==================== csr_read_unit
$ cat src/rtl/csr_read_unit.sv
// csr_read_unit: CSR read-modify-write unit owning mscratch, tohost and the 64-bit cycle/instret counters
module csr_read_unit #(
  parameter logic [11:0] TOHOST_ADDR   = 12'h51E,
  parameter logic [11:0] MSCRATCH_ADDR = 12'h340,
  parameter logic [63:0] CYCLE_RESET   = 64'd0
) (
  input  logic        clk,
  input  logic        rst,
  input  logic        csr_valid,
  input  logic [1:0]  csr_op,
  input  logic [11:0] csr_addr,
  input  logic [31:0] csr_src,
  input  logic        csr_src_zero,
  input  logic        instr_retire,
  output logic [31:0] csr_rdata,
  output logic        csr_rdata_valid,
  output logic        csr_illegal,
  output logic [31:0] tohost
);
  logic [63:0] cycle_q, cycle_d, instret_q, instret_d;
  logic [31:0] mscratch_q, mscratch_d, tohost_q, tohost_d, rdata_q, rdata_d;
  logic        valid_q, illegal_q, illegal_d;
  logic        hit_ms, hit_th, hit_ro, wen, bad, do_wr;
  logic [31:0] old_val, new_val;
  // decode the address, form the old value and the read-modify-write result
  always_comb begin
    hit_ms     = csr_addr == MSCRATCH_ADDR;
    hit_th     = csr_addr == TOHOST_ADDR;
    hit_ro     = csr_addr == 12'hC00 || csr_addr == 12'hC80 || csr_addr == 12'hC02 || csr_addr == 12'hC82;
    old_val    = hit_ms ? mscratch_q :
                 hit_th ? tohost_q :
                 csr_addr == 12'hC00 ? cycle_q[31:0] :
                 csr_addr == 12'hC80 ? cycle_q[63:32] :
                 csr_addr == 12'hC02 ? instret_q[31:0] :
                 csr_addr == 12'hC82 ? instret_q[63:32] : 32'd0;
    new_val    = csr_op == 2'b01 ? csr_src :
                 csr_op == 2'b10 ? (old_val | csr_src) : (old_val & ~csr_src);
    wen        = csr_valid && (csr_op == 2'b01 || !csr_src_zero);
    bad        = !(hit_ms || hit_th || hit_ro) || csr_op == 2'b00 || (wen && hit_ro);
    illegal_d  = csr_valid && bad;
    do_wr      = wen && !bad;
    mscratch_d = (do_wr && hit_ms) ? new_val : mscratch_q;
    tohost_d   = (do_wr && hit_th) ? new_val : tohost_q;
    rdata_d    = csr_valid ? (bad ? 32'd0 : old_val) : rdata_q;
    cycle_d    = cycle_q + 64'd1;
    instret_d  = instret_q + {63'd0, instr_retire};
  end
  // architectural state and registered response, reset dominates any request
  always_ff @(posedge clk) begin
    if (rst) begin
      cycle_q    <= CYCLE_RESET;
      instret_q  <= 64'd0;
      mscratch_q <= 32'd0;
      tohost_q   <= 32'd0;
      rdata_q    <= 32'd0;
      valid_q    <= 1'b0;
      illegal_q  <= 1'b0;
    end else begin
      cycle_q    <= cycle_d;
      instret_q  <= instret_d;
      mscratch_q <= mscratch_d;
      tohost_q   <= tohost_d;
      rdata_q    <= rdata_d;
      valid_q    <= csr_valid;
      illegal_q  <= illegal_d;
    end
  end
  assign csr_rdata       = rdata_q;
  assign csr_rdata_valid = valid_q;
  assign csr_illegal     = illegal_q;
  assign tohost          = tohost_q;
endmodule

$ cat config.mk
export PLATFORM = sky130hd
export DESIGN_NAME = csr_read_unit
export DESIGN_NICKNAME = d
export VERILOG_FILES = /design/src/rtl/csr_read_unit.sv
export SDC_FILE = /design/constraint.sdc
export NUM_CORES = 1
export LEC_CHECK = 0
export CAP_MARGIN = 20
export CORE_MARGIN = 5
export CORE_UTILIZATION = 50
export CTS_CLUSTER_SIZE = 12
export DETAILED_ROUTE_END_ITERATION = 6
export PLACE_DENSITY = 0.71
export SYNTH_ARGS = -nofsm -noshare
export SYNTH_HDL_FRONTEND = slang
export SYNTH_SLANG_ARGS = --single-unit
$ cat constraint.sdc
create_clock -name clk -period 6.1 [get_ports clk]
set_clock_uncertainty 0.2 [all_clocks]
set_input_delay 0.61 -clock clk [delete_from_list [all_inputs] [get_ports clk]]
set_output_delay 0.61 -clock clk [all_outputs]
set_load 0.01 [all_outputs]
==================== fetch_unit
==> config.mk <==
export PLATFORM = sky130hd
export DESIGN_NAME = fetch_unit
export DESIGN_NICKNAME = d
export VERILOG_FILES = /design/src/rtl/fetch_unit.sv
export SDC_FILE = /design/constraint.sdc
export NUM_CORES = 1
export LEC_CHECK = 0
export CAP_MARGIN = 20
export CORE_UTILIZATION = 44
export CTS_CLUSTER_SIZE = 16
export DETAILED_ROUTE_END_ITERATION = 8
export GPL_TIMING_DRIVEN = 0
export PLACE_DENSITY = 0.88
export SETUP_SLACK_MARGIN = 0.5
export SLEW_MARGIN = 20
export SYNTH_ARGS = -nofsm -noshare
export SYNTH_HDL_FRONTEND = slang
export SYNTH_SLANG_ARGS = --single-unit
==> constraint.sdc <==
create_clock -name clock -period 2.43 [get_ports clock]
set_input_delay 0.243 -clock clock [delete_from_list [all_inputs] [get_ports clock]]
set_output_delay 0.243 -clock clock [all_outputs]
set_load 0.005 [all_outputs]
==> src/rtl/fetch_unit.sv <==
// fetch_unit: program counter and fetch control in front of a registered-read
// instruction memory. Presents each fetched word with its PC to decode over a
// valid/ready handshake, parks the word in a one-entry hold buffer while decode
// stalls, and squashes the in-flight fetch on a branch/jump redirect.
module fetch_unit #(
   parameter logic [7:0] RESET_PC = 8'h00
) (
   input  logic        clock,
   input  logic        reset,
   output logic [7:0]  instructionAdress,
   input  logic [31:0] instructionIn,
   input  logic        branchTaken,
   input  logic [7:0]  branchTarget,
   input  logic        ifidReady,
   output logic        ifidValid,
   output logic [31:0] ifidInstruction,
   output logic [7:0]  ifidPc,
   output logic [7:0]  ifidPcPlus4,
   output logic [15:0] fetchedCount
);

   // Fetch state is not stored separately; it is decoded from the two flags.
   typedef enum logic [1:0] {
      ST_EMPTY = 2'd0,
      ST_LIVE  = 2'd1,
      ST_HELD  = 2'd2
   } fetch_state_t;

   logic [7:0]   pc;
   logic [7:0]   req_pc;
   logic         req_valid;
   logic [31:0]  hold_instr;
   logic         hold_active;
   logic [15:0]  fetch_count;

   logic [7:0]   pc_next;
   logic [7:0]   req_pc_next;
   logic         req_valid_next;
   logic [31:0]  hold_instr_next;
   logic         hold_active_next;
   logic [15:0]  fetch_count_next;

   fetch_state_t state;
   logic         accept;

   // Redirect targets are word aligned; the low two bits are dropped.
   function automatic logic [7:0] align_word(input logic [7:0] addr);
      return addr & 8'hFC;
   endfunction

   // Accepted-word counter sticks at its maximum instead of wrapping.
   function automatic logic [15:0] sat_inc(input logic [15:0] count);
      return (count == 16'hFFFF) ? count : count + 16'd1;
   endfunction

   // Decode the current fetch state from the valid and hold flags.
   always_comb begin
      if (!req_valid)
         state = ST_EMPTY;
      else if (hold_active)
         state = ST_HELD;
      else
         state = ST_LIVE;
   end

   assign accept = req_valid & ifidReady;

   // State register: all fetch bookkeeping, cleared asynchronously.
   always_ff @(posedge clock or posedge reset) begin
      if (reset) begin
         pc          <= RESET_PC;
         req_pc      <= RESET_PC;
         req_valid   <= 1'b0;
         hold_instr  <= 32'd0;
         hold_active <= 1'b0;
         fetch_count <= 16'd0;
      end else begin
         pc          <= pc_next;
         req_pc      <= req_pc_next;
         req_valid   <= req_valid_next;
         hold_instr  <= hold_instr_next;
         hold_active <= hold_active_next;
         fetch_count <= fetch_count_next;
      end
   end

   // Next-state logic: redirect beats stall, stall beats advance.
   always_comb begin
      pc_next          = pc;
      req_pc_next      = req_pc;
      req_valid_next   = req_valid;
      hold_instr_next  = hold_instr;
      hold_active_next = hold_active;
      fetch_count_next = fetch_count;

      if (branchTaken) begin
         // The word the memory returns next belongs to the old path, so the
         // next cycle is a bubble while mem[target] is being read.
         pc_next          = align_word(branchTarget);
         req_valid_next   = 1'b0;
         hold_active_next = 1'b0;
      end else begin
         case (state)
            ST_LIVE: begin
               if (!ifidReady) begin
                  // Memory moves on to mem[pc] next edge; capture the word now.
                  hold_instr_next  = instructionIn;
                  hold_active_next = 1'b1;
               end else begin
                  req_pc_next = pc;
                  pc_next     = pc + 8'd4;
               end
            end
            ST_HELD: begin
               if (ifidReady) begin
                  // instructionIn already holds mem[pc], so no word is lost.
                  req_pc_next      = pc;
                  pc_next          = pc + 8'd4;
                  hold_active_next = 1'b0;
               end
            end
            default: begin
               req_pc_next      = pc;
               req_valid_next   = 1'b1;
               pc_next          = pc + 8'd4;
               hold_active_next = 1'b0;
            end
         endcase

         if (accept)
            fetch_count_next = sat_inc(fetch_count);
      end
   end

   // Output logic: memory address and decode-side view of the fetched word.
   always_comb begin
      instructionAdress = pc;
      ifidValid         = req_valid;
      ifidPc            = req_pc;
      ifidPcPlus4       = req_pc + 8'd4;
      ifidInstruction   = hold_active ? hold_instr : instructionIn;
      fetchedCount      = fetch_count;
   end

endmodule

**fetch_unit: clock nets**

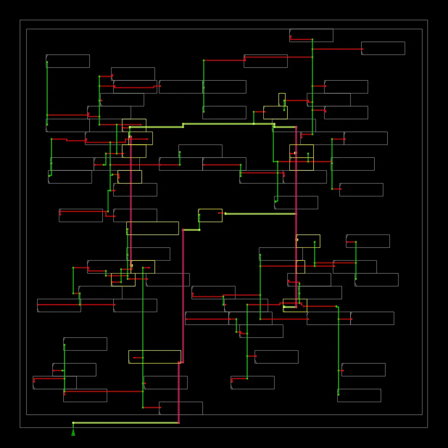
Latency at later pin: 330 ps
CTS Sinks: 62

==> job_summary.md, fetch_unit <==
## Synthesis and layout report

| Metric | Value |
|---|---|
| Hold Slack | between 150 and 200 ps |
| DR WL met2 | 3.56 mm |
| Commonest Layout Cell | clkdlybuf4s50_1 |
| Max Slew Vio Count | 0 |
| Number of signal-net buffers in the layout | about 130 |
| Dominant kind of cell by area | registers |
| Final GP Congestion | about 0.77 |
| Critical path endpoint category | register |
| Slew HR | a little under three fifths |
| CP startpoint kind | input port |
| Status | finished, final reports clean |
| Fillers | 493 |
| H-Tree Depth | 3 |
| Die Y | between 80 and 90 µm |
| Uppermost routed layer | met4 |
| CP Data Required Time | about 2600 ps |
| Gate Area | roughly 1500 µm² |
| Pre-Place Util | 45.7% |
| Most frequent cells in the layout | clkdlybuf4s50_1, mux2_2, dfrtp_1 |
| Reg-to-reg endpoint | fetchedCount[11]$_DFFE_PP0P_ |
| All-Layer GR Usage | 19.7% |
| Combinational Power Share | between 20% and 30% |
| Reg2Reg Depth | 4 |
| HPWL after DPL | about 5.0 mm |
| Place WS | between 200 and 250 ps |
| Final Instance Area | 4760 µm² |
| DRT met1 WL | 3.05 mm |
| Async set or reset register ratio after synthesis | 100% |
| Syn-to-layout area delta | 52.3% |
[fetch_unit: logic make-up (layout without fill, tap and decap cells)]
family                     Yosys count  count (layout)  synth area share (%)
AOI/OAI and AO/OA                   14              14                  2.64
muxes                               74              74                  26.7
buffers and inverters               20             154                  3.25
and+or+nand+nor                     58              58                  11.1
adders and majority gates            3               3                  1.20
xor gates and xnor gates            19              19                  5.33
DFF                                 62              62                  49.7
other                                1               6                 0.120
[fetch_unit: timing repair]
action	CTS	global route
setup buffers	5	3
setup endpoints to repair	35	44
pin swaps	0	1
cloned	0	1
gates resized	48	17
[fetch_unit: cell usage after synthesis (all sizes together) (4+ instances only)]
master | n | area, µm²
nand2 | 13 | 48.8
xor2 | 12 | 105
nor2 | 6 | 22.5
xnor2 | 7 | 61.3
inv | 4 | 15.0
nor3 | 5 | 30.0
buf | 9 | 60.1
nand4 | 7 | 58.8
mux2 | 73 | 822
dfrtp | 62 | 1550
clkbuf | 7 | 26.3
o21ai | 7 | 35.0
nand3 | 10 | 50.1
[fetch_unit: worst max-delay path, cell delays in order]
cell	delay, ps
clkdlybuf4s50_1	500
nand3b_1	300
or4_4	620
nor2_1	140
mux2_2	350
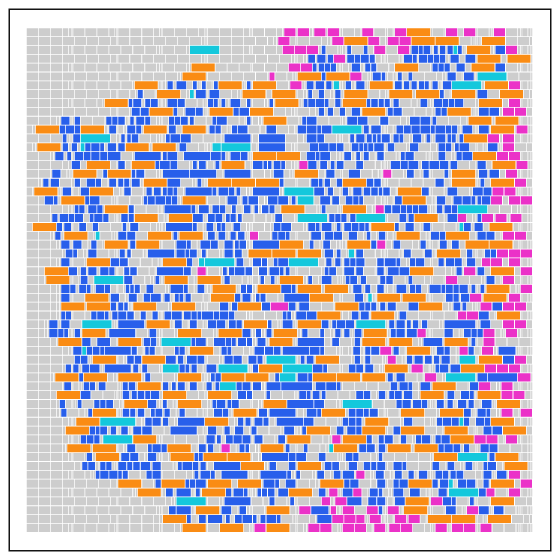
**Above:** csr_read_unit (cell classes on the final placement).
Fill, decap, tap and diode cells in grey.
- cyan: clock drivers and dummy loads (cells 45; share of their area 5.7%)
- magenta: other buffers and delay cells (cells 137; share of their area 9.5%)
- blue: all other logic (cells 1092; share of their area 52%)
- orange: flip-flops (cells 226; share of their area 33%)
core area: 24100 µm²
Final Util: 59.1%

==> job_summary.md, csr_read_unit <==
## Synthesis and layout report

| Metric | Value |
|---|---|
| Hold Slack | roughly 280 ps |
| Gate Area | around 7000 µm² |
| H-Tree Depth | 1 |
| Pre-Place Util | 50.4% |
| Routed WL | 38.5 mm |
| Share of cells above drive strength 1 | under 10% |
| Unique cell types | around 51 |
| Async set or reset register ratio after synthesis | 0% |
| Final non-filler cell total | 1824 |
| Top cell area share | 37.2% |
| Diodes inserted | 0 |
| CP endpoint | tohost[31]$_SDFFE_PP0P_ |
| Most frequent cell after synthesis | dfxtp_1 |
| Post-layout minimum cycle time | 3680 ps |
| Synthesized netlist cell count | 1443 |
| Status | finished, final reports clean |
| Simple-gate share of the synthesized area | between 20% and 30% |
| Worst reg-to-reg setup slack | 2950 ps |
| Initial antenna violation count | 0 |
| Avg Inst Size Synth | between 8 and 9 µm² |
| Largest net degree at the start of global routing | approximately 130 |
==> csr_read_unit: worst min-delay path by stage <==
stage,start,to,slack (ps),cells after the start
global route,csr_rdata[27]$_SDFFE_PP0P_,csr_rdata[27]$_SDFFE_PP0P_,290,1
finish,csr_rdata[21]$_SDFFE_PP0P_,csr_rdata[21]$_SDFFE_PP0P_,280,1
CTS,csr_rdata[19]$_SDFFE_PP0P_,csr_rdata[19]$_SDFFE_PP0P_,280,1
floorplan,cycle_q[0]$_SDFF_PP0_,cycle_q[0]$_SDFF_PP0_,230,1
global placement,csr_rdata[14]$_SDFFE_PP0P_,csr_rdata[14]$_SDFFE_PP0P_,260,1
detailed placement,csr_rdata[19]$_SDFFE_PP0P_,csr_rdata[19]$_SDFFE_PP0P_,270,1
==> csr_read_unit: worst max-delay path, stage by stage <==
cell,delay [ps]
clkdlybuf4s50_1,540
and4_1,200
buf_4,280
and2_1,870
and3_1,930
mux2i_1,270
o22ai_1,110
==> csr_read_unit: registers in the layout, indices dropped and copies added (netlist names) <==
| name | count |
|---|---|
| cycle_q | 64 |
| instret_q | 64 |
| csr_rdata | 32 |
| mscratch_q | 32 |
| tohost | 32 |
| csr_illegal | 1 |
| csr_rdata_valid | 1 |

==> screenshots <==
Signal wires by layer.
picture 1
The bar under the picture is 50 µm long. Two of the layers only.
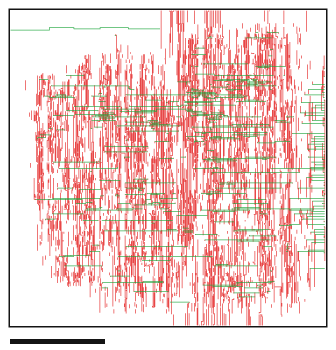
picture 2
The bar under the picture is 20 µm long. Two of the layers only.
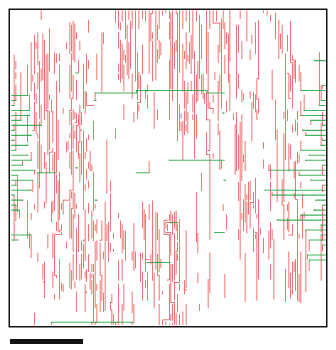
fetch_unit: picture 2
csr_read_unit: picture 1
The one with the largest die is picture 1.
The one with the most wire is picture 1.


==================== mem_arbiter
**mem_arbiter: signal wires by layer**

The bar under the picture is 200 µm long. Two of the layers only.
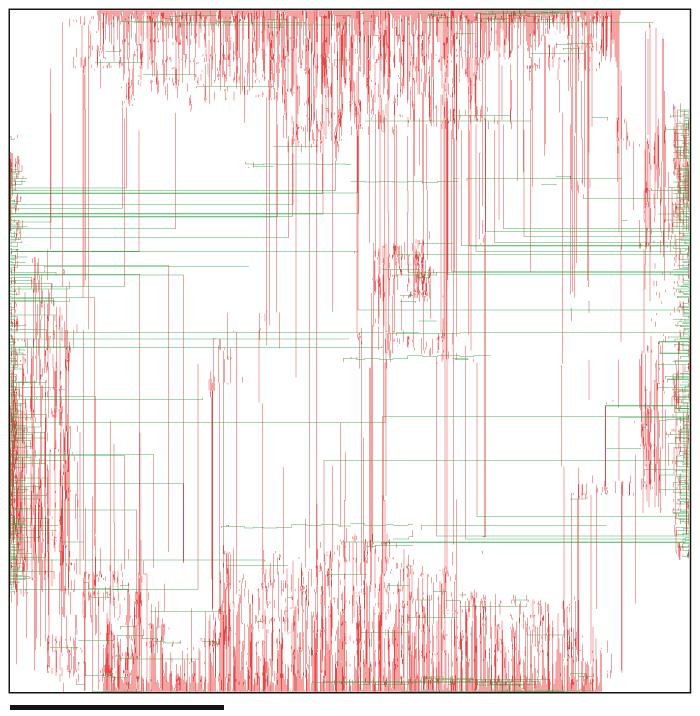

--- config.mk ---
export PLATFORM = sky130hd
export DESIGN_NAME = mem_arbiter
export DESIGN_NICKNAME = d
export VERILOG_FILES = /design/src/rtl/mem_arbiter.sv
export SDC_FILE = /design/constraint.sdc
export NUM_CORES = 1
export LEC_CHECK = 0
export ABC_CLOCK_PERIOD_IN_PS = 27200
export CORE_AREA = 4 4 632 634
export DETAILED_ROUTE_END_ITERATION = 8
export DIE_AREA = 0 0 636 638
export GPL_TIMING_DRIVEN = 0
export PLACE_DENSITY_LB_ADDON = 0.15
export SETUP_SLACK_MARGIN = 0.1
export SKIP_LAST_GASP = 1
export SLEW_MARGIN = 20
export SYNTH_ARGS = -nofsm -noshare
export SYNTH_HDL_FRONTEND = slang
export SYNTH_SLANG_ARGS = --single-unit
export TNS_END_PERCENT = 10
--- constraint.sdc ---
create_clock -name clk_i -period 27.2 [get_ports clk_i]
set_clock_uncertainty 0.05 [all_clocks]
set_input_delay 2.72 -clock clk_i [delete_from_list [all_inputs] [get_ports clk_i]]
set_output_delay 2.72 -clock clk_i [all_outputs]
set_load 0.03 [all_outputs]
--- src/rtl/mem_arbiter.sv ---
// Arbitrates the single off-chip line port between icache and dcache.
// Ports: ic_*/dc_* requester sides, mem_* memory side, timeout_o sticky flag.
// Optional build macro: ARB_ROUND_ROBIN_EN (alternate grants on contention).
module mem_arbiter #(
  parameter int ADDR_W  = 32,
  parameter int DATA_W  = 256,
  parameter int TIMEOUT = 1000,
  parameter int CNT_W   = 10
) (
  input  logic              clk_i,
  input  logic              rst_i,
  input  logic              ic_enable_i,
  input  logic              ic_write_i,
  input  logic [ADDR_W-1:0] ic_addr_i,
  input  logic [DATA_W-1:0] ic_data_i,
  output logic              ic_ack_o,
  output logic [DATA_W-1:0] ic_data_o,
  input  logic              dc_enable_i,
  input  logic              dc_write_i,
  input  logic [ADDR_W-1:0] dc_addr_i,
  input  logic [DATA_W-1:0] dc_data_i,
  output logic              dc_ack_o,
  output logic [DATA_W-1:0] dc_data_o,
  output logic              mem_enable_o,
  output logic              mem_write_o,
  output logic [ADDR_W-1:0] mem_addr_o,
  output logic [DATA_W-1:0] mem_data_o,
  input  logic [DATA_W-1:0] mem_data_i,
  input  logic              mem_ack_i,
  output logic              timeout_o
);

  localparam logic [1:0] IDLE    = 2'd0;
  localparam logic [1:0] BUSY_IC = 2'd1;
  localparam logic [1:0] BUSY_DC = 2'd2;

  localparam logic [CNT_W-1:0] TO_VAL  = CNT_W'(TIMEOUT);
  localparam logic [CNT_W-1:0] CNT_MAX = '1;

  logic [1:0]       state;
  logic [CNT_W-1:0] cnt;
  logic [CNT_W-1:0] cnt_next;
  logic             last_dc;
  logic             pick_dc;
  logic             any_req;
  logic             to_hit;

  always_comb begin
    any_req = ic_enable_i | dc_enable_i;
`ifdef ARB_ROUND_ROBIN_EN
    // On contention the side that did not win last time gets the port.
    pick_dc = dc_enable_i & (~ic_enable_i | ~last_dc);
`else
    pick_dc = dc_enable_i;
`endif
    // Saturate so a hung memory never wraps the counter back under TIMEOUT.
    cnt_next = (cnt == CNT_MAX) ? cnt : cnt + CNT_W'(1);
    to_hit   = (TIMEOUT != 0) && (cnt_next == TO_VAL);
  end

  assign ic_ack_o  = (state == BUSY_IC) & mem_ack_i;
  assign dc_ack_o  = (state == BUSY_DC) & mem_ack_i;
  assign ic_data_o = mem_data_i;
  assign dc_data_o = mem_data_i;

  always_ff @(posedge clk_i or posedge rst_i) begin
    if (rst_i) begin
      state        <= IDLE;
      cnt          <= '0;
      last_dc      <= 1'b0;
      timeout_o    <= 1'b0;
      mem_enable_o <= 1'b0;
      mem_write_o  <= 1'b0;
      mem_addr_o   <= '0;
      mem_data_o   <= '0;
    end else begin
      case (state)
        IDLE: begin
          if (any_req) begin
            state        <= pick_dc ? BUSY_DC : BUSY_IC;
            mem_enable_o <= 1'b1;
            mem_write_o  <= pick_dc ? dc_write_i : ic_write_i;
            mem_addr_o   <= pick_dc ? dc_addr_i : ic_addr_i;
            mem_data_o   <= pick_dc ? dc_data_i : ic_data_i;
            cnt          <= '0;
          end
        end
        BUSY_IC, BUSY_DC: begin
          if (mem_ack_i) begin
            state        <= IDLE;
            mem_enable_o <= 1'b0;
            cnt          <= '0;
            last_dc      <= (state == BUSY_DC);
          end else begin
            cnt <= cnt_next;
            if (to_hit)
              timeout_o <= 1'b1;
          end
        end
        default: begin
          state        <= IDLE;
          mem_enable_o <= 1'b0;
          cnt          <= '0;
        end
      endcase
    end
  end

endmodule

==================== bus_src_select
[config.mk]
export PLATFORM = sky130hd
export DESIGN_NAME = bus_src_select
export DESIGN_NICKNAME = d
export VERILOG_FILES = /design/src/rtl/bus_src_select.sv
export SDC_FILE = /design/constraint.sdc
export NUM_CORES = 1
export LEC_CHECK = 0
export CORE_UTILIZATION = 30
export DETAILED_ROUTE_END_ITERATION = 7
export PLACE_DENSITY = 0.73
export SLEW_MARGIN = 10
export SYNTH_ARGS = -nofsm -noshare
export SYNTH_HDL_FRONTEND = slang
export SYNTH_SLANG_ARGS = --single-unit
[constraint.sdc]
create_clock -name clk -period 1.95 [get_ports clk]
set_clock_uncertainty 0.2 [all_clocks]
set_input_delay 0.4875 -clock clk [delete_from_list [all_inputs] [get_ports clk]]
set_output_delay 0.4875 -clock clk [all_outputs]
set_load 0.05 [all_outputs]
[src/rtl/bus_src_select.sv]
// rtl/bus_src_select.sv - registered, strobe-captured source select for the internal bus
module bus_src_select #(
  parameter int              WIDTH    = 16,
  parameter int              NSRC     = 11,
  parameter int              SELW     = 4,
  parameter logic [NSRC-1:0] SRC_MASK = 11'b110_1111_1111
) (
  input  logic                  clk,
  input  logic                  rst_n,
  input  logic [SELW-1:0]       sel,
  input  logic                  sel_valid,
  input  logic [NSRC*WIDTH-1:0] src_bus,
  input  logic                  track,
  input  logic                  err_clr,
  output logic [WIDTH-1:0]      data_out,
  output logic                  out_valid,
  output logic [SELW-1:0]       cur_sel,
  output logic                  sel_err,
  output logic [7:0]            err_cnt
);

  localparam int NCODE = 1 << SELW;

  // Every encodable code maps to a legal bit; codes past NSRC are never legal.
  logic [NCODE-1:0] legal_map;

  genvar c;
  generate
    for (c = 0; c < NCODE; c++) begin : g_map
      if (c < NSRC) begin : g_slot
        assign legal_map[c] = SRC_MASK[c];
      end else begin : g_none
        assign legal_map[c] = 1'b0;
      end
    end
  endgenerate

  logic             bound;
  logic             sel_legal;
  logic             sel_illegal;
  logic [WIDTH-1:0] sel_word;
  logic [WIDTH-1:0] cur_word;

  assign sel_legal   = sel_valid & legal_map[sel];
  assign sel_illegal = sel_valid & ~legal_map[sel];

  // Slot muxes for the incoming code and for the currently bound code.
  always_comb begin
    sel_word = '0;
    cur_word = '0;
    for (int i = 0; i < NSRC; i++) begin
      if (sel == SELW'(i))
        sel_word = src_bus[i*WIDTH +: WIDTH];
      if (cur_sel == SELW'(i))
        cur_word = src_bus[i*WIDTH +: WIDTH];
    end
  end

  // Bus register: a new legal select beats a track refresh; illegal selects freeze it.
  always_ff @(posedge clk or negedge rst_n) begin
    if (!rst_n) begin
      data_out  <= '0;
      out_valid <= 1'b0;
      cur_sel   <= '0;
      bound     <= 1'b0;
    end else begin
      out_valid <= sel_legal;
      if (sel_legal) begin
        data_out <= sel_word;
        cur_sel  <= sel;
        bound    <= 1'b1;
      end else if (!sel_valid && track && bound) begin
        data_out <= cur_word;
      end
    end
  end

  // Error log: an illegal select on the same edge as err_clr restarts the count at 1.
  always_ff @(posedge clk or negedge rst_n) begin
    if (!rst_n) begin
      sel_err <= 1'b0;
      err_cnt <= 8'd0;
    end else if (sel_illegal) begin
      sel_err <= 1'b1;
      if (err_clr)
        err_cnt <= 8'd1;
      else if (err_cnt != 8'hFF)
        err_cnt <= err_cnt + 8'd1;
    end else if (err_clr) begin
      sel_err <= 1'b0;
      err_cnt <= 8'd0;
    end
  end

endmodule
==================== quadrature_tx
==> src/rtl/quad_pkg.sv <==
// Shared types and phase tables for the quadrature transmitter.
// Index 0 is the first phase driven after leaving rest; index 3 returns to rest.
package quad_pkg;

  typedef enum logic {
    IDLE = 1'b0,
    RUN  = 1'b1
  } state_t;

  localparam logic DIR_CW  = 1'b1;
  localparam logic DIR_CCW = 1'b0;

  localparam logic [1:0] REST = 2'b00;

  // Packed {entry3, entry2, entry1, entry0}; each entry is {A, B}
  localparam logic [3:0][1:0] CW_TABLE  = {2'b00, 2'b01, 2'b11, 2'b10};
  localparam logic [3:0][1:0] CCW_TABLE = {2'b00, 2'b10, 2'b11, 2'b01};

  function automatic logic [1:0] phase_ab(input logic dir, input logic [1:0] idx);
    return (dir == DIR_CW) ? CW_TABLE[idx] : CCW_TABLE[idx];
  endfunction

endpackage

==> src/rtl/quad_phase_timer.sv <==
// Phase hold timer: strobes phase_end on the last clock of each phase and
// rolls over on that same clock. Held at zero while clear is high.
module quad_phase_timer #(
  parameter int PHASE_CYCLES = 4
) (
  input  logic clk,
  input  logic rst_n,
  input  logic clear,
  output logic phase_end
);

  localparam int CNT_W = $clog2(PHASE_CYCLES + 1);
  localparam logic [CNT_W-1:0] LAST = CNT_W'(PHASE_CYCLES - 1);
  localparam logic [CNT_W-1:0] ONE  = CNT_W'(1);

  logic [CNT_W-1:0] cnt_reg;

  assign phase_end = !clear && (cnt_reg == LAST);

  always_ff @(posedge clk or negedge rst_n) begin
    if (!rst_n) begin
      cnt_reg <= '0;
    end else if (clear || phase_end) begin
      cnt_reg <= '0;
    end else begin
      cnt_reg <= cnt_reg + ONE;
    end
  end

endmodule

==> src/rtl/quadrature_tx.sv <==
// Quadrature transmitter: turns (direction, detent count) commands into a
// Gray-coded A/B waveform and tracks a signed running detent position.
module quadrature_tx
  import quad_pkg::*;
#(
  parameter int PHASE_CYCLES = 4,
  parameter int STEP_W       = 8,
  parameter int POS_W        = 16
) (
  input  logic                    clk,
  input  logic                    rst_n,
  input  logic                    cmd_valid,
  output logic                    cmd_ready,
  input  logic                    cmd_dir,
  input  logic [STEP_W-1:0]       cmd_steps,
  input  logic                    abort,
  output logic                    rot_a,
  output logic                    rot_b,
  output logic                    busy,
  output logic                    cmd_done,
  output logic signed [POS_W-1:0] position
);

  localparam logic [STEP_W-1:0]       STEP_ONE = STEP_W'(1);
  localparam logic signed [POS_W-1:0] POS_ONE  = POS_W'(1);

  state_t                    state_reg, state_next;
  logic [1:0]                idx_reg, idx_next;
  logic [STEP_W-1:0]         rem_reg, rem_next;
  logic                      dir_reg, dir_next;
  logic                      abort_reg, abort_next;
  logic signed [POS_W-1:0]   pos_reg, pos_next;
  logic [1:0]                rot_reg, rot_next;
  logic                      done_reg, done_next;
  logic                      abort_pending;
  logic                      phase_end;

  quad_phase_timer #(
    .PHASE_CYCLES(PHASE_CYCLES)
  ) u_timer (
    .clk      (clk),
    .rst_n    (rst_n),
    .clear    (state_reg == IDLE),
    .phase_end(phase_end)
  );

  always_comb begin
    state_next    = state_reg;
    idx_next      = idx_reg;
    rem_next      = rem_reg;
    dir_next      = dir_reg;
    abort_next    = abort_reg;
    pos_next      = pos_reg;
    rot_next      = rot_reg;
    done_next     = 1'b0;
    abort_pending = abort_reg | abort;

    case (state_reg)
      IDLE: begin
        rot_next   = REST;
        abort_next = 1'b0;
        if (cmd_valid) begin
          if (cmd_steps == '0) begin
            done_next = 1'b1;
          end else begin
            state_next = RUN;
            dir_next   = cmd_dir;
            rem_next   = cmd_steps;
            idx_next   = 2'd0;
            rot_next   = phase_ab(cmd_dir, 2'd0);
          end
        end
      end

      RUN: begin
        abort_next = abort_pending;
        if (phase_end) begin
          if (idx_reg != 2'd3) begin
            idx_next = idx_reg + 2'd1;
            rot_next = phase_ab(dir_reg, idx_reg + 2'd1);
          end else begin
            // Rest phase finished: the detent is complete
            pos_next = (dir_reg == DIR_CW) ? pos_reg + POS_ONE : pos_reg - POS_ONE;
            rem_next = rem_reg - STEP_ONE;
            if (rem_reg != STEP_ONE && !abort_pending) begin
              idx_next = 2'd0;
              rot_next = phase_ab(dir_reg, 2'd0);
            end else begin
              state_next = IDLE;
              done_next  = 1'b1;
              abort_next = 1'b0;
            end
          end
        end
      end

      default: state_next = IDLE;
    endcase
  end

  always_ff @(posedge clk or negedge rst_n) begin
    if (!rst_n) begin
      state_reg <= IDLE;
      idx_reg   <= 2'd0;
      rem_reg   <= '0;
      dir_reg   <= DIR_CW;
      abort_reg <= 1'b0;
      pos_reg   <= '0;
      rot_reg   <= REST;
      done_reg  <= 1'b0;
    end else begin
      state_reg <= state_next;
      idx_reg   <= idx_next;
      rem_reg   <= rem_next;
      dir_reg   <= dir_next;
      abort_reg <= abort_next;
      pos_reg   <= pos_next;
      rot_reg   <= rot_next;
      done_reg  <= done_next;
    end
  end

  assign cmd_ready = (state_reg == IDLE);
  assign busy      = (state_reg == RUN);
  assign rot_a     = rot_reg[1];
  assign rot_b     = rot_reg[0];
  assign cmd_done  = done_reg;
  assign position  = pos_reg;

endmodule

==> config.mk <==
export PLATFORM = sky130hd
export DESIGN_NAME = quadrature_tx
export DESIGN_NICKNAME = d
export VERILOG_FILES = /design/src/rtl/quad_pkg.sv /design/src/rtl/quad_phase_timer.sv /design/src/rtl/quadrature_tx.sv
export SDC_FILE = /design/constraint.sdc
export NUM_CORES = 1
export LEC_CHECK = 0
export ABC_AREA = 1
export CAP_MARGIN = 0
export CORE_ASPECT_RATIO = 0.5
export CORE_MARGIN = 2
export CORE_UTILIZATION = 50
export DETAILED_ROUTE_END_ITERATION = 7
export PLACE_DENSITY = 0.73
export SYNTH_ARGS = -nofsm -noshare
export SYNTH_HDL_FRONTEND = slang
export SYNTH_SLANG_ARGS = --single-unit
==> constraint.sdc <==
create_clock -name clk -period 4 [get_ports clk]
set_clock_uncertainty 0.2 [all_clocks]
set_input_delay 0.6 -clock clk [delete_from_list [all_inputs] [get_ports clk]]
set_output_delay 0.6 -clock clk [all_outputs]
set_load 0.01 [all_outputs]
==================== sdram_wbaxi
File: src/rtl/sdram_wbaxi.sv
// sdram_wbaxi: pipelined Wishbone slave bridged to single-beat AXI4 transfers toward an SDRAM controller
module sdram_wbaxi #(
  parameter int C_AXI_ID_WIDTH = 1,
  parameter int C_AXI_DATA_WIDTH = 128,
  parameter int C_AXI_ADDR_WIDTH = 28,
  parameter int DW = 32,
  parameter int LGFIFO = 5,
  localparam int AW = C_AXI_ADDR_WIDTH - $clog2(DW / 8),
  localparam int NLANE = C_AXI_DATA_WIDTH / DW
) (
  input  logic i_clk,
  input  logic i_reset_n,
  input  logic i_calib_done,
  input  logic i_wb_cyc,
  input  logic i_wb_stb,
  input  logic i_wb_we,
  input  logic [AW-1:0] i_wb_addr,
  input  logic [DW-1:0] i_wb_data,
  input  logic [DW/8-1:0] i_wb_sel,
  output logic o_wb_stall,
  output logic o_wb_ack,
  output logic o_wb_err,
  output logic [DW-1:0] o_wb_data,
  output logic [C_AXI_ID_WIDTH-1:0] o_axi_awid,
  output logic [C_AXI_ADDR_WIDTH-1:0] o_axi_awaddr,
  output logic [7:0] o_axi_awlen,
  output logic [2:0] o_axi_awsize,
  output logic [1:0] o_axi_awburst,
  output logic o_axi_awvalid,
  input  logic i_axi_awready,
  output logic [C_AXI_DATA_WIDTH-1:0] o_axi_wdata,
  output logic [C_AXI_DATA_WIDTH/8-1:0] o_axi_wstrb,
  output logic o_axi_wlast,
  output logic o_axi_wvalid,
  input  logic i_axi_wready,
  input  logic [C_AXI_ID_WIDTH-1:0] i_axi_bid,
  input  logic [1:0] i_axi_bresp,
  input  logic i_axi_bvalid,
  output logic o_axi_bready,
  output logic [C_AXI_ID_WIDTH-1:0] o_axi_arid,
  output logic [C_AXI_ADDR_WIDTH-1:0] o_axi_araddr,
  output logic [7:0] o_axi_arlen,
  output logic [2:0] o_axi_arsize,
  output logic [1:0] o_axi_arburst,
  output logic o_axi_arvalid,
  input  logic i_axi_arready,
  input  logic [C_AXI_ID_WIDTH-1:0] i_axi_rid,
  input  logic [C_AXI_DATA_WIDTH-1:0] i_axi_rdata,
  input  logic [1:0] i_axi_rresp,
  input  logic i_axi_rlast,
  input  logic i_axi_rvalid,
  output logic o_axi_rready
);
  localparam int WBLSB = $clog2(DW / 8);
  localparam int AXLSB = $clog2(C_AXI_DATA_WIDTH / 8);
  localparam int LW = NLANE > 1 ? $clog2(NLANE) : 1;
  localparam int SW = C_AXI_DATA_WIDTH / 8;
  localparam int DEPTH = 1 << LGFIFO;
  typedef enum logic [1:0] {IDLE, BUSY, DRAIN} state_t;
  state_t state_q, state_d;
  logic [LGFIFO:0] count_q, count_d;
  logic [LGFIFO-1:0] wr_q, wr_d, rd_q, rd_d;
  logic dir_q, dir_d;
  logic awvalid_q, awvalid_d, wvalid_q, wvalid_d, arvalid_q, arvalid_d;
  logic ack_q, ack_d, err_q, err_d;
  logic [C_AXI_ADDR_WIDTH-1:0] addr_q, addr_d, byte_addr;
  logic [C_AXI_DATA_WIDTH-1:0] wdata_q, wdata_d;
  logic [SW-1:0] wstrb_q, wstrb_d;
  logic [DW-1:0] rdata_q, rdata_d;
  logic [LW-1:0] lane_mem [DEPTH];
  logic [LW-1:0] lane, rd_lane;
  logic acc, rsp, rsp_err, live, unused_ok;
  assign lane = NLANE > 1 ? i_wb_addr[LW-1:0] : '0;
  assign rd_lane = lane_mem[rd_q];
  assign byte_addr = {i_wb_addr, {WBLSB{1'b0}}};
  assign o_wb_stall = !i_calib_done || count_q[LGFIFO] || (awvalid_q && !i_axi_awready) ||
                      (wvalid_q && !i_axi_wready) || (arvalid_q && !i_axi_arready) ||
                      (count_q != '0 && i_wb_we != dir_q) || state_q == DRAIN;
  assign acc = i_wb_cyc && i_wb_stb && !o_wb_stall;
  assign rsp = count_q != '0 && (dir_q ? i_axi_bvalid : i_axi_rvalid);
  assign rsp_err = dir_q ? i_axi_bresp[1] : i_axi_rresp[1];
  assign live = state_q != DRAIN && i_wb_cyc;
  always_comb begin
    count_d = count_q + (LGFIFO + 1)'(acc) - (LGFIFO + 1)'(rsp);
    wr_d = wr_q + LGFIFO'(acc && !i_wb_we);
    rd_d = rd_q + LGFIFO'(rsp && !dir_q);
    dir_d = acc ? i_wb_we : dir_q;
    addr_d = acc ? (byte_addr >> AXLSB) << AXLSB : addr_q;
    awvalid_d = acc ? i_wb_we : awvalid_q && !i_axi_awready;
    wvalid_d = acc ? i_wb_we : wvalid_q && !i_axi_wready;
    arvalid_d = acc ? !i_wb_we : arvalid_q && !i_axi_arready;
    wdata_d = acc && i_wb_we ? {NLANE{i_wb_data}} : wdata_q;
    wstrb_d = acc && i_wb_we ? SW'(i_wb_sel) << (lane * (DW / 8)) : wstrb_q;
    rdata_d = rsp && !dir_q ? DW'(i_axi_rdata >> (rd_lane * DW)) : rdata_q;
    ack_d = rsp && !rsp_err && live;
    err_d = rsp && rsp_err && live;
    state_d = count_d == '0 ? IDLE :
              (state_q == DRAIN || (rsp && rsp_err) || !i_wb_cyc) ? DRAIN : BUSY;
  end
  always_ff @(posedge i_clk or negedge i_reset_n)
    if (!i_reset_n) begin
      state_q <= IDLE;
      count_q <= '0;
      wr_q <= '0;
      rd_q <= '0;
      dir_q <= 1'b0;
      awvalid_q <= 1'b0;
      wvalid_q <= 1'b0;
      arvalid_q <= 1'b0;
      ack_q <= 1'b0;
      err_q <= 1'b0;
      addr_q <= '0;
      wdata_q <= '0;
      wstrb_q <= '0;
      rdata_q <= '0;
    end else begin
      state_q <= state_d;
      count_q <= count_d;
      wr_q <= wr_d;
      rd_q <= rd_d;
      dir_q <= dir_d;
      awvalid_q <= awvalid_d;
      wvalid_q <= wvalid_d;
      arvalid_q <= arvalid_d;
      ack_q <= ack_d;
      err_q <= err_d;
      addr_q <= addr_d;
      wdata_q <= wdata_d;
      wstrb_q <= wstrb_d;
      rdata_q <= rdata_d;
    end
  always_ff @(posedge i_clk)
    if (acc && !i_wb_we) lane_mem[wr_q] <= lane;
  assign o_wb_ack = ack_q && i_wb_cyc;
  assign o_wb_err = err_q && i_wb_cyc;
  assign o_wb_data = rdata_q;
  assign o_axi_awid = '0;
  assign o_axi_awaddr = addr_q;
  assign o_axi_awlen = 8'd0;
  assign o_axi_awsize = 3'(AXLSB);
  assign o_axi_awburst = 2'b01;
  assign o_axi_awvalid = awvalid_q;
  assign o_axi_wdata = wdata_q;
  assign o_axi_wstrb = wstrb_q;
  assign o_axi_wlast = 1'b1;
  assign o_axi_wvalid = wvalid_q;
  assign o_axi_bready = 1'b1;
  assign o_axi_arid = '0;
  assign o_axi_araddr = addr_q;
  assign o_axi_arlen = 8'd0;
  assign o_axi_arsize = 3'(AXLSB);
  assign o_axi_arburst = 2'b01;
  assign o_axi_arvalid = arvalid_q;
  assign o_axi_rready = 1'b1;
  assign unused_ok = ^{i_axi_bid, i_axi_rid, i_axi_rlast, i_axi_bresp[0], i_axi_rresp[0]};
endmodule

File: config.mk
export PLATFORM = sky130hd
export DESIGN_NAME = sdram_wbaxi
export DESIGN_NICKNAME = d
export VERILOG_FILES = /design/src/rtl/sdram_wbaxi.sv
export SDC_FILE = /design/constraint.sdc
export NUM_CORES = 1
export LEC_CHECK = 0
export ABC_AREA = 1
export CAP_MARGIN = 15
export CORE_AREA = 2 2 183 185
export CTS_CLUSTER_DIAMETER = 150
export DETAILED_ROUTE_END_ITERATION = 6
export DIE_AREA = 0 0 185 187
export PLACE_DENSITY_LB_ADDON = 0.25
export RECOVER_POWER = 50
export SYNTH_ARGS = -nofsm -noshare
export SYNTH_HDL_FRONTEND = slang
export SYNTH_SLANG_ARGS = --single-unit
File: constraint.sdc
create_clock -name i_clk -period 3.8 [get_ports i_clk]
set_input_delay 0.76 -clock i_clk [delete_from_list [all_inputs] [get_ports i_clk]]
set_output_delay 0.76 -clock i_clk [all_outputs]
set_load 0.02 [all_outputs]
**mem_arbiter: floorplan with the power grid**

The bar under the picture is 200 µm long. Pins as bars on the die edge.
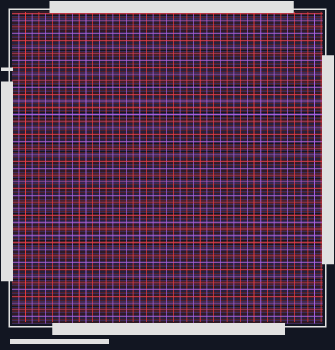
- red: VDD
- purple: VSS
- signal pins: 1644
- met4 straps: 46
- met1 rails: 232
- rows: 231
die width: 636 µm
Die Y: 638 µm
VDD IR max: 0.0000486 V

Notes on 'signal wires by layer' of mem_arbiter above:
- red: met2 (wire length 100 mm)
- green: met3 (wire length 21.3 mm)
Routed WL: 203 mm
vias: 18800
All-Layer GR Usage: 9.55%
drt wl/cell: 23.5 µm

==> job_summary.md, mem_arbiter <==
## Synthesis and layout report

| Metric | Value |
|---|---|
| Status | finished, final reports clean |
| Combinational Power Share | about 56% |
| Register share after synthesis | between 40 and 50% |
| Synth area leader | dfrtp_1 |
| Regs by FF count | mem_data_o (256), mem_addr_o (32), cnt (10) |
| Sw power | between 1500 and 2000 µW |
| Setup tns final | 0 ps |
| Share of cells above drive strength 1 | 20.6% |
| CTS buffer count | approximately 52 |
| Commonest Layout Cell | clkdlybuf4s50_1 |
| Setup Viol. Count Final | 0 |
| Most frequent cell after synthesis | buf_4 |
| Yosys Chip Area | between 15000 and 20000 µm² |
| Place WS | roughly 20000 ps |
| Flip-flop and latch power | 828 µW |
| XOR-XNOR Cells, Area Fraction | less than 1% |
| Final non-filler cell total | ~8600 |
| Seq pwr share | 23.0% |
| Most common library cells after synthesis | buf_4, dfrtp_1, nand2_1 |
| Port Buffer Count | 1386 |
| Antenna-violating nets left | 0 |
## mem_arbiter: worst paths after layout
check                                              end  slack [ps]  depth (start not counted)
min in group asynchronous    mem_data_o[9]$_DFFE_PP0P_        2350                          2
max                                           dc_ack_o       20020                          3
max in group asynchronous  mem_data_o[155]$_DFFE_PP0P_       23090                          5
min                        mem_data_o[110]$_DFFE_PP0P_         430                          2
max reg2reg                mem_data_o[243]$_DFFE_PP0P_       23740                          8
min reg2reg                mem_data_o[110]$_DFFE_PP0P_         430                          2
## mem_arbiter: critical path, cell delays in order
cell,delay (ps)
clkdlybuf4s50_1,540
and2_1,200
clkdlybuf4s50_1,930
## mem_arbiter: cell type report
type                            instances  area share (%)
Timing Repair Buffer                 1393            34.7
Multi-Input combinational cell        948            14.8
Sequential cell                       303            18.8
Inverter                                5          0.0650
Antenna cell                           14          0.0867
Buffer                                615            10.8
Tap cell                             5242            16.2
Clock inverter                         24           0.920
Clock buffer                           69            3.63
## mem_arbiter: per-layer routing
metal | vias to the layer above | track usage (%) | part of all wire (%)
met5 | - | 0 | 0.017
met2 | 876 | 16.6 | 49
met1 | 9163 | 10.8 | 39
met3 | 110 | 4.49 | 11
met4 | 6 | 1.41 | 1.2
li1 | 8672 | - | -
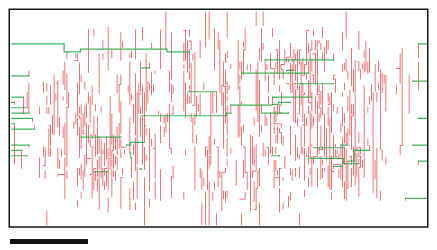
**Above:** quadrature_tx (signal wires by layer).
The bar under the picture is 20 µm long. Two of the layers only.
- green: met3 (wire length 274 µm)
- red: met2 (wire length 2600 µm)
Routed WL: 5.66 mm
All-Layer GR Usage: 21.0%

==> job_summary.md, quadrature_tx <==
## Synthesis and layout report

| Metric | Value |
|---|---|
| Status | finished, final reports clean |
| Final Util | 62.5% |
| Port Buffer Count | 33 |
| Post-layout minimum cycle time | 2560 ps |
| Dominant kind of cell by area | logic gates |
| Min-delay worst type | register to register |
| Die width | 106 µm |
| Drt wl/cell | about 11 µm |
| Simple-gate share of the synthesized area | a little over a third |
| Dominant comb cell | simple AND/OR/NAND/NOR gates |
| Primary FF master, synth | dfrtp_1 |
| XOR-XNOR Cells, Area Fraction | approximately 2.7% |
| Latency at later pin | approximately 300 ps |
| HPWL after DPL | between 4 and 5 mm |
| Fillers | 456 |
| Die Y | approximately 55 µm |
| Antenna-violating nets left | 0 |
| Crit-path leading delay family | buffers and inverters |
| Non-clock buffer share | between 10 and 15% |
| Max Slew Vio Count | 0 |
| Pre-Place Util | a little over half |
| Floorplan Nets | between 400 and 500 |
| Max reg flops | 16 |
| Final non-filler cell total | 499 |
| Yosys reg bits | 35 |
| Adder share | under 10% |
| Hold Slack | between 200 and 250 ps |
| Hold_buf cts | 0 |
| Flip-flops with a built-in enable | 0 |
| Avg Inst Size Synth | 6.67 µm² |
## quadrature_tx: where the power goes
| part | internal (µW) | switching (µW) |
|---|---|---|
| clock network | 186 | 142 |
| logic | 785 | 1140 |
| registers | 517 | 142 |
## quadrature_tx: worst paths after layout
path                                                    from                            to  slack, ps  depth (start not counted)
worst min register to register  u_timer.cnt_reg[0]$_DFF_PN0_  u_timer.cnt_reg[0]$_DFF_PN0_        240                          1
min in group asynchronous                              rst_n        rem_reg[6]$_DFFE_PN0P_        510                          2
worst min-delay path            u_timer.cnt_reg[0]$_DFF_PN0_  u_timer.cnt_reg[0]$_DFF_PN0_        240                          1
worst max-delay path                          busy$_DFF_PN0_                     cmd_ready       1440                          2
max in group asynchronous                              rst_n           dir_reg$_DFFE_PN1P_       2730                          2
worst max register to register           dir_reg$_DFFE_PN1P_      position[13]$_DFFE_PN0P_       1560                          9
## quadrature_tx: per-layer routing
metal  GRT usage [%]  wire (µm)  up-vias
met2            35.3       2600       57
met5               0          0        -
met3            4.60        274        7
met4            5.19         48        0
li1                -          -     1296
met1            27.7       2740     1137
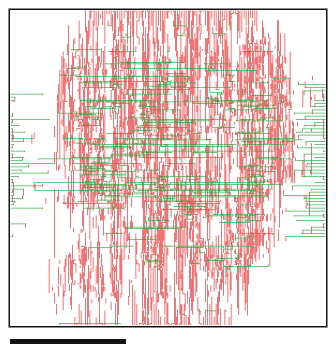
**Above:** bus_src_select (signal wires by layer).
The bar under the picture is 50 µm long. Two of the layers only.
- green: met3 (wire length 3440 µm)
- red: met2 (wire length 12900 µm)
vias: 7804
All-Layer GR Usage: 30.7%
drt wl/cell: 22.3 µm

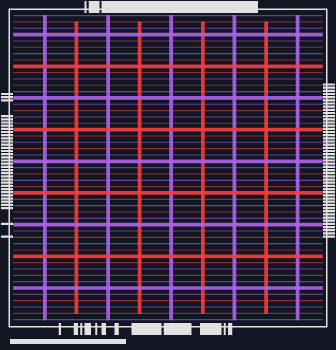
**Above:** bus_src_select (floorplan with the power grid).
The bar under the picture is 50 µm long. Pins as bars on the die edge.
- red: VDD
- purple: VSS
- met1 rails: 49
- rows: 48
- met4 straps: 9
- signal pins: 215
core area: 17400 µm²
VDD IR max: 0.000299 V
Die Y: 136 µm

==> job_summary.md, bus_src_select <==
## Synthesis and layout report

| Metric | Value |
|---|---|
| Leak Pwr | 0.00387 µW |
| CP endpoint | data_out[1]$_DFFE_PN0P_ |
| Met2 Use GR | a little under half |
| Net Sw Frac | 43.0% |
| Commonest Layout Cell | clkdlybuf4s50_1 |
| Most common library cells after synthesis | a21oi_1, o21ai_0, inv_1 |
| Max Slew Vio Count | 0 |
| Met1 Use GR | between 40 and 50% |
| Worst reg-to-reg setup slack | -180 ps |
| Compound Share, Synth | approximately half |
| Final GP Congestion | approximately 1.0 |
| Final WS setup | -270 ps |
| Multi-input combinational area share | between 40% and 50% |
| # Taps | 225 |
| Critical Path Max Stage Delay | roughly 320 ps |
| Adder share | under 10% |
| DR iter-0 viols | between 1000 and 1500 |
| Failing checks | negative setup slack |
| Critical path fanouts, max | 8 |
| Inverter count | about 50 |
| Setup Viol. Count Final | 16 |
| Post-CTS resize count | roughly 76 |
| TritonCTS clock tree | built |
| Crit-path leading delay family | AND-OR/OR-AND gates |
| Critical path class | input port to register |
| Final Util | roughly 58% |
| Status | finished with violations |
| Clk pin slew, worst setup/hold paths | about 60 ps |
| Avg Inst Size Synth | 7.04 µm² |
| Count of tool warnings | 32 |
-- bus_src_select: power groups by stage --
| stage | Combinational, µW | Clock (µW) | Sequential (µW) |
|---|---|---|---|
| floorplan | 1220 | 0 | 1200 |
| global placement | 3230 | 0 | 933 |
| detailed placement | 3240 | 0 | 918 |
| CTS | 3380 | 831 | 918 |
| global route | 3710 | 855 | 927 |
| finish | 3550 | 814 | 920 |
-- bus_src_select: worst min-delay path by stage --
stage | startpoint | to | slack (ps) | depth (start not counted)
6_report | bound$_DFFE_PN0P_ | bound$_DFFE_PN0P_ | 270 | 1
2_1_floorplan | rst_n | bound$_DFFE_PN0P_ | -8 | 0
4_1_cts | bound$_DFFE_PN0P_ | bound$_DFFE_PN0P_ | 270 | 1
3_5_place_dp | bound$_DFFE_PN0P_ | bound$_DFFE_PN0P_ | 250 | 1
3_3_place_gp | bound$_DFFE_PN0P_ | bound$_DFFE_PN0P_ | 250 | 1
5_1_grt | bound$_DFFE_PN0P_ | bound$_DFFE_PN0P_ | 280 | 1
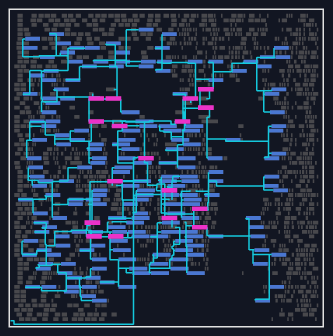
**Above:** sdram_wbaxi (clock distribution).
- magenta: cells driving clock nets (count 17)
- cyan: clock wires (length 2460 µm)
- blue: flip-flops (count 192)
- routed clock nets: 18
Latency at later pin: 440 ps
Clock Power Share: 19.1%
Setup Skew: 24.0 ps
clk pwr: 1930 µW

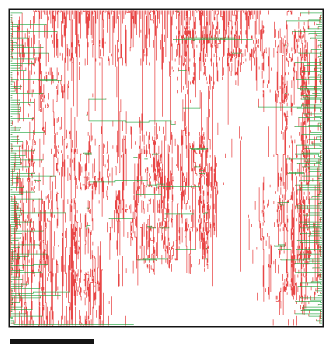
**Above:** sdram_wbaxi (signal wires by layer).
The bar under the picture is 50 µm long. Two of the layers only.
- green: met3 (wire length 2560 µm)
- red: met2 (wire length 15800 µm)
Routed WL: 31.7 mm
All-Layer GR Usage: 17.9%

==> job_summary.md, sdram_wbaxi <==
## Synthesis and layout report

| Metric | Value |
|---|---|
| Port Buffer Count | around 430 |
| Status | finished with violations |
| Inverter count | 183 |
| CP cell instances | clkdlybuf4s50_1 > inv_1 > nand2_1 > nand3_1 > nor2_1 > nand2_2 > nor2_1 > clkinv_1 > ha_1 > inv_1 > ha_1 > inv_1 > fa_1 > o21ai_0 > xor2_1 > nor3_1 > nor2_1 |
| Seq pwr share | 29.1% |
| Post-CTS resize count | 0 |
| Hold_buf cts | 0 |
| Power Dens Cells | between 600 and 700 nW/µm² |
| Setup crit start | i_axi_wready |
| Hold Slack | between 400 and 500 ps |
| Max_cap viols | 3 |
| Tot Pwr | a little over 10000 µW |
| DRC Markers | 0 |
| Setup bufs post-CTS | 0 |
| CP startpoint kind | input port |
| Sw power | about 4500 µW |
| Diodes inserted | 0 |
| Clock buf/inv share | between 4 and 5% |
| Internal power | 5630 µW |
| Fillers | 3205 |
| Uppermost routed layer | met4 |
| Worst reg-to-reg setup slack | roughly 660 ps |
| HP Start | o_wb_data[14]$_DFFE_PN0P_ |
| Max Slew Vio Count | ~150 |
| Failing checks | max-capacitance violations, max-slew violations |
| Critical Path Slowest Stage Cell | clkdlybuf4s50_1 |
| Met1 Use GR | 21.4% |
| Top cells, area | dfrtp_1, edfxtp_1, nand2_1 |
| Antenna-violating nets left | 0 |
-- sdram_wbaxi: power groups by stage --
| stage | combinational (µW) | sequential, µW | clock, µW |
|---|---|---|---|
| detailed placement | 5400 | 3000 | 0 |
| floorplan | 3370 | 3320 | 0 |
| CTS | 5430 | 2970 | 1990 |
| global route | 5750 | 3010 | 2080 |
| finish | 5240 | 2940 | 1930 |
| global placement | 5370 | 3000 | 0 |
-- sdram_wbaxi: stage by stage --
stage          cells  instance area, µm²
2_1_floorplan   1357               11100
6_report        2067               15200
4_1_cts         2066               15200
5_1_grt         2067               15200
3_5_place_dp    2034               14500
3_3_place_gp    2034               14500
-- sdram_wbaxi: worst max-delay path, delay by kind of cell --
kind / cells / cell delay (ps)
simple gates: 7 / 910
fa+ha+maj: 3 / 850
buf+inv: 5 / 720
compound gates: 1 / 220
xor+xnor: 1 / 110
-- sdram_wbaxi: flip-flops by register name, summed over array words and instances, names as in the netlist, 2 cells and up --
signal and flops:
state_q 2, o_axi_araddr 24, o_wb_data 32, rd_q 5, lane_mem 64, wr_q 5
count_q 6, o_axi_wstrb 16, o_axi_wdata 32


==> layout pictures side by side <==
Floorplan with the power grid.
Plate I
The bar under the picture is 20 µm long. Pins as bars on the die edge.
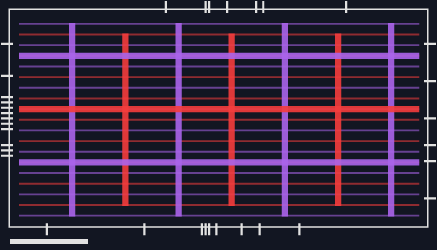
Plate II
The bar under the picture is 20 µm long. Pins as bars on the die edge.
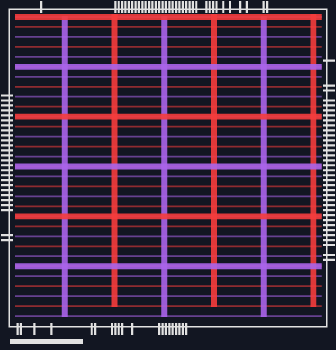
Plate III
The bar under the picture is 50 µm long. Pins as bars on the die edge.
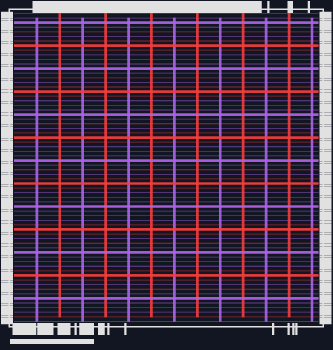
Plate IV
The bar under the picture is 50 µm long. Pins as bars on the die edge.
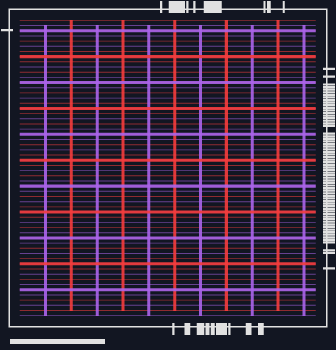
Of these, largest die: Plate III
Plate IV comes from csr_read_unit.
Plate III comes from sdram_wbaxi.
Plate I comes from quadrature_tx.
Plate II comes from fetch_unit.

Power is estimated from default activity; no workload was simulated.
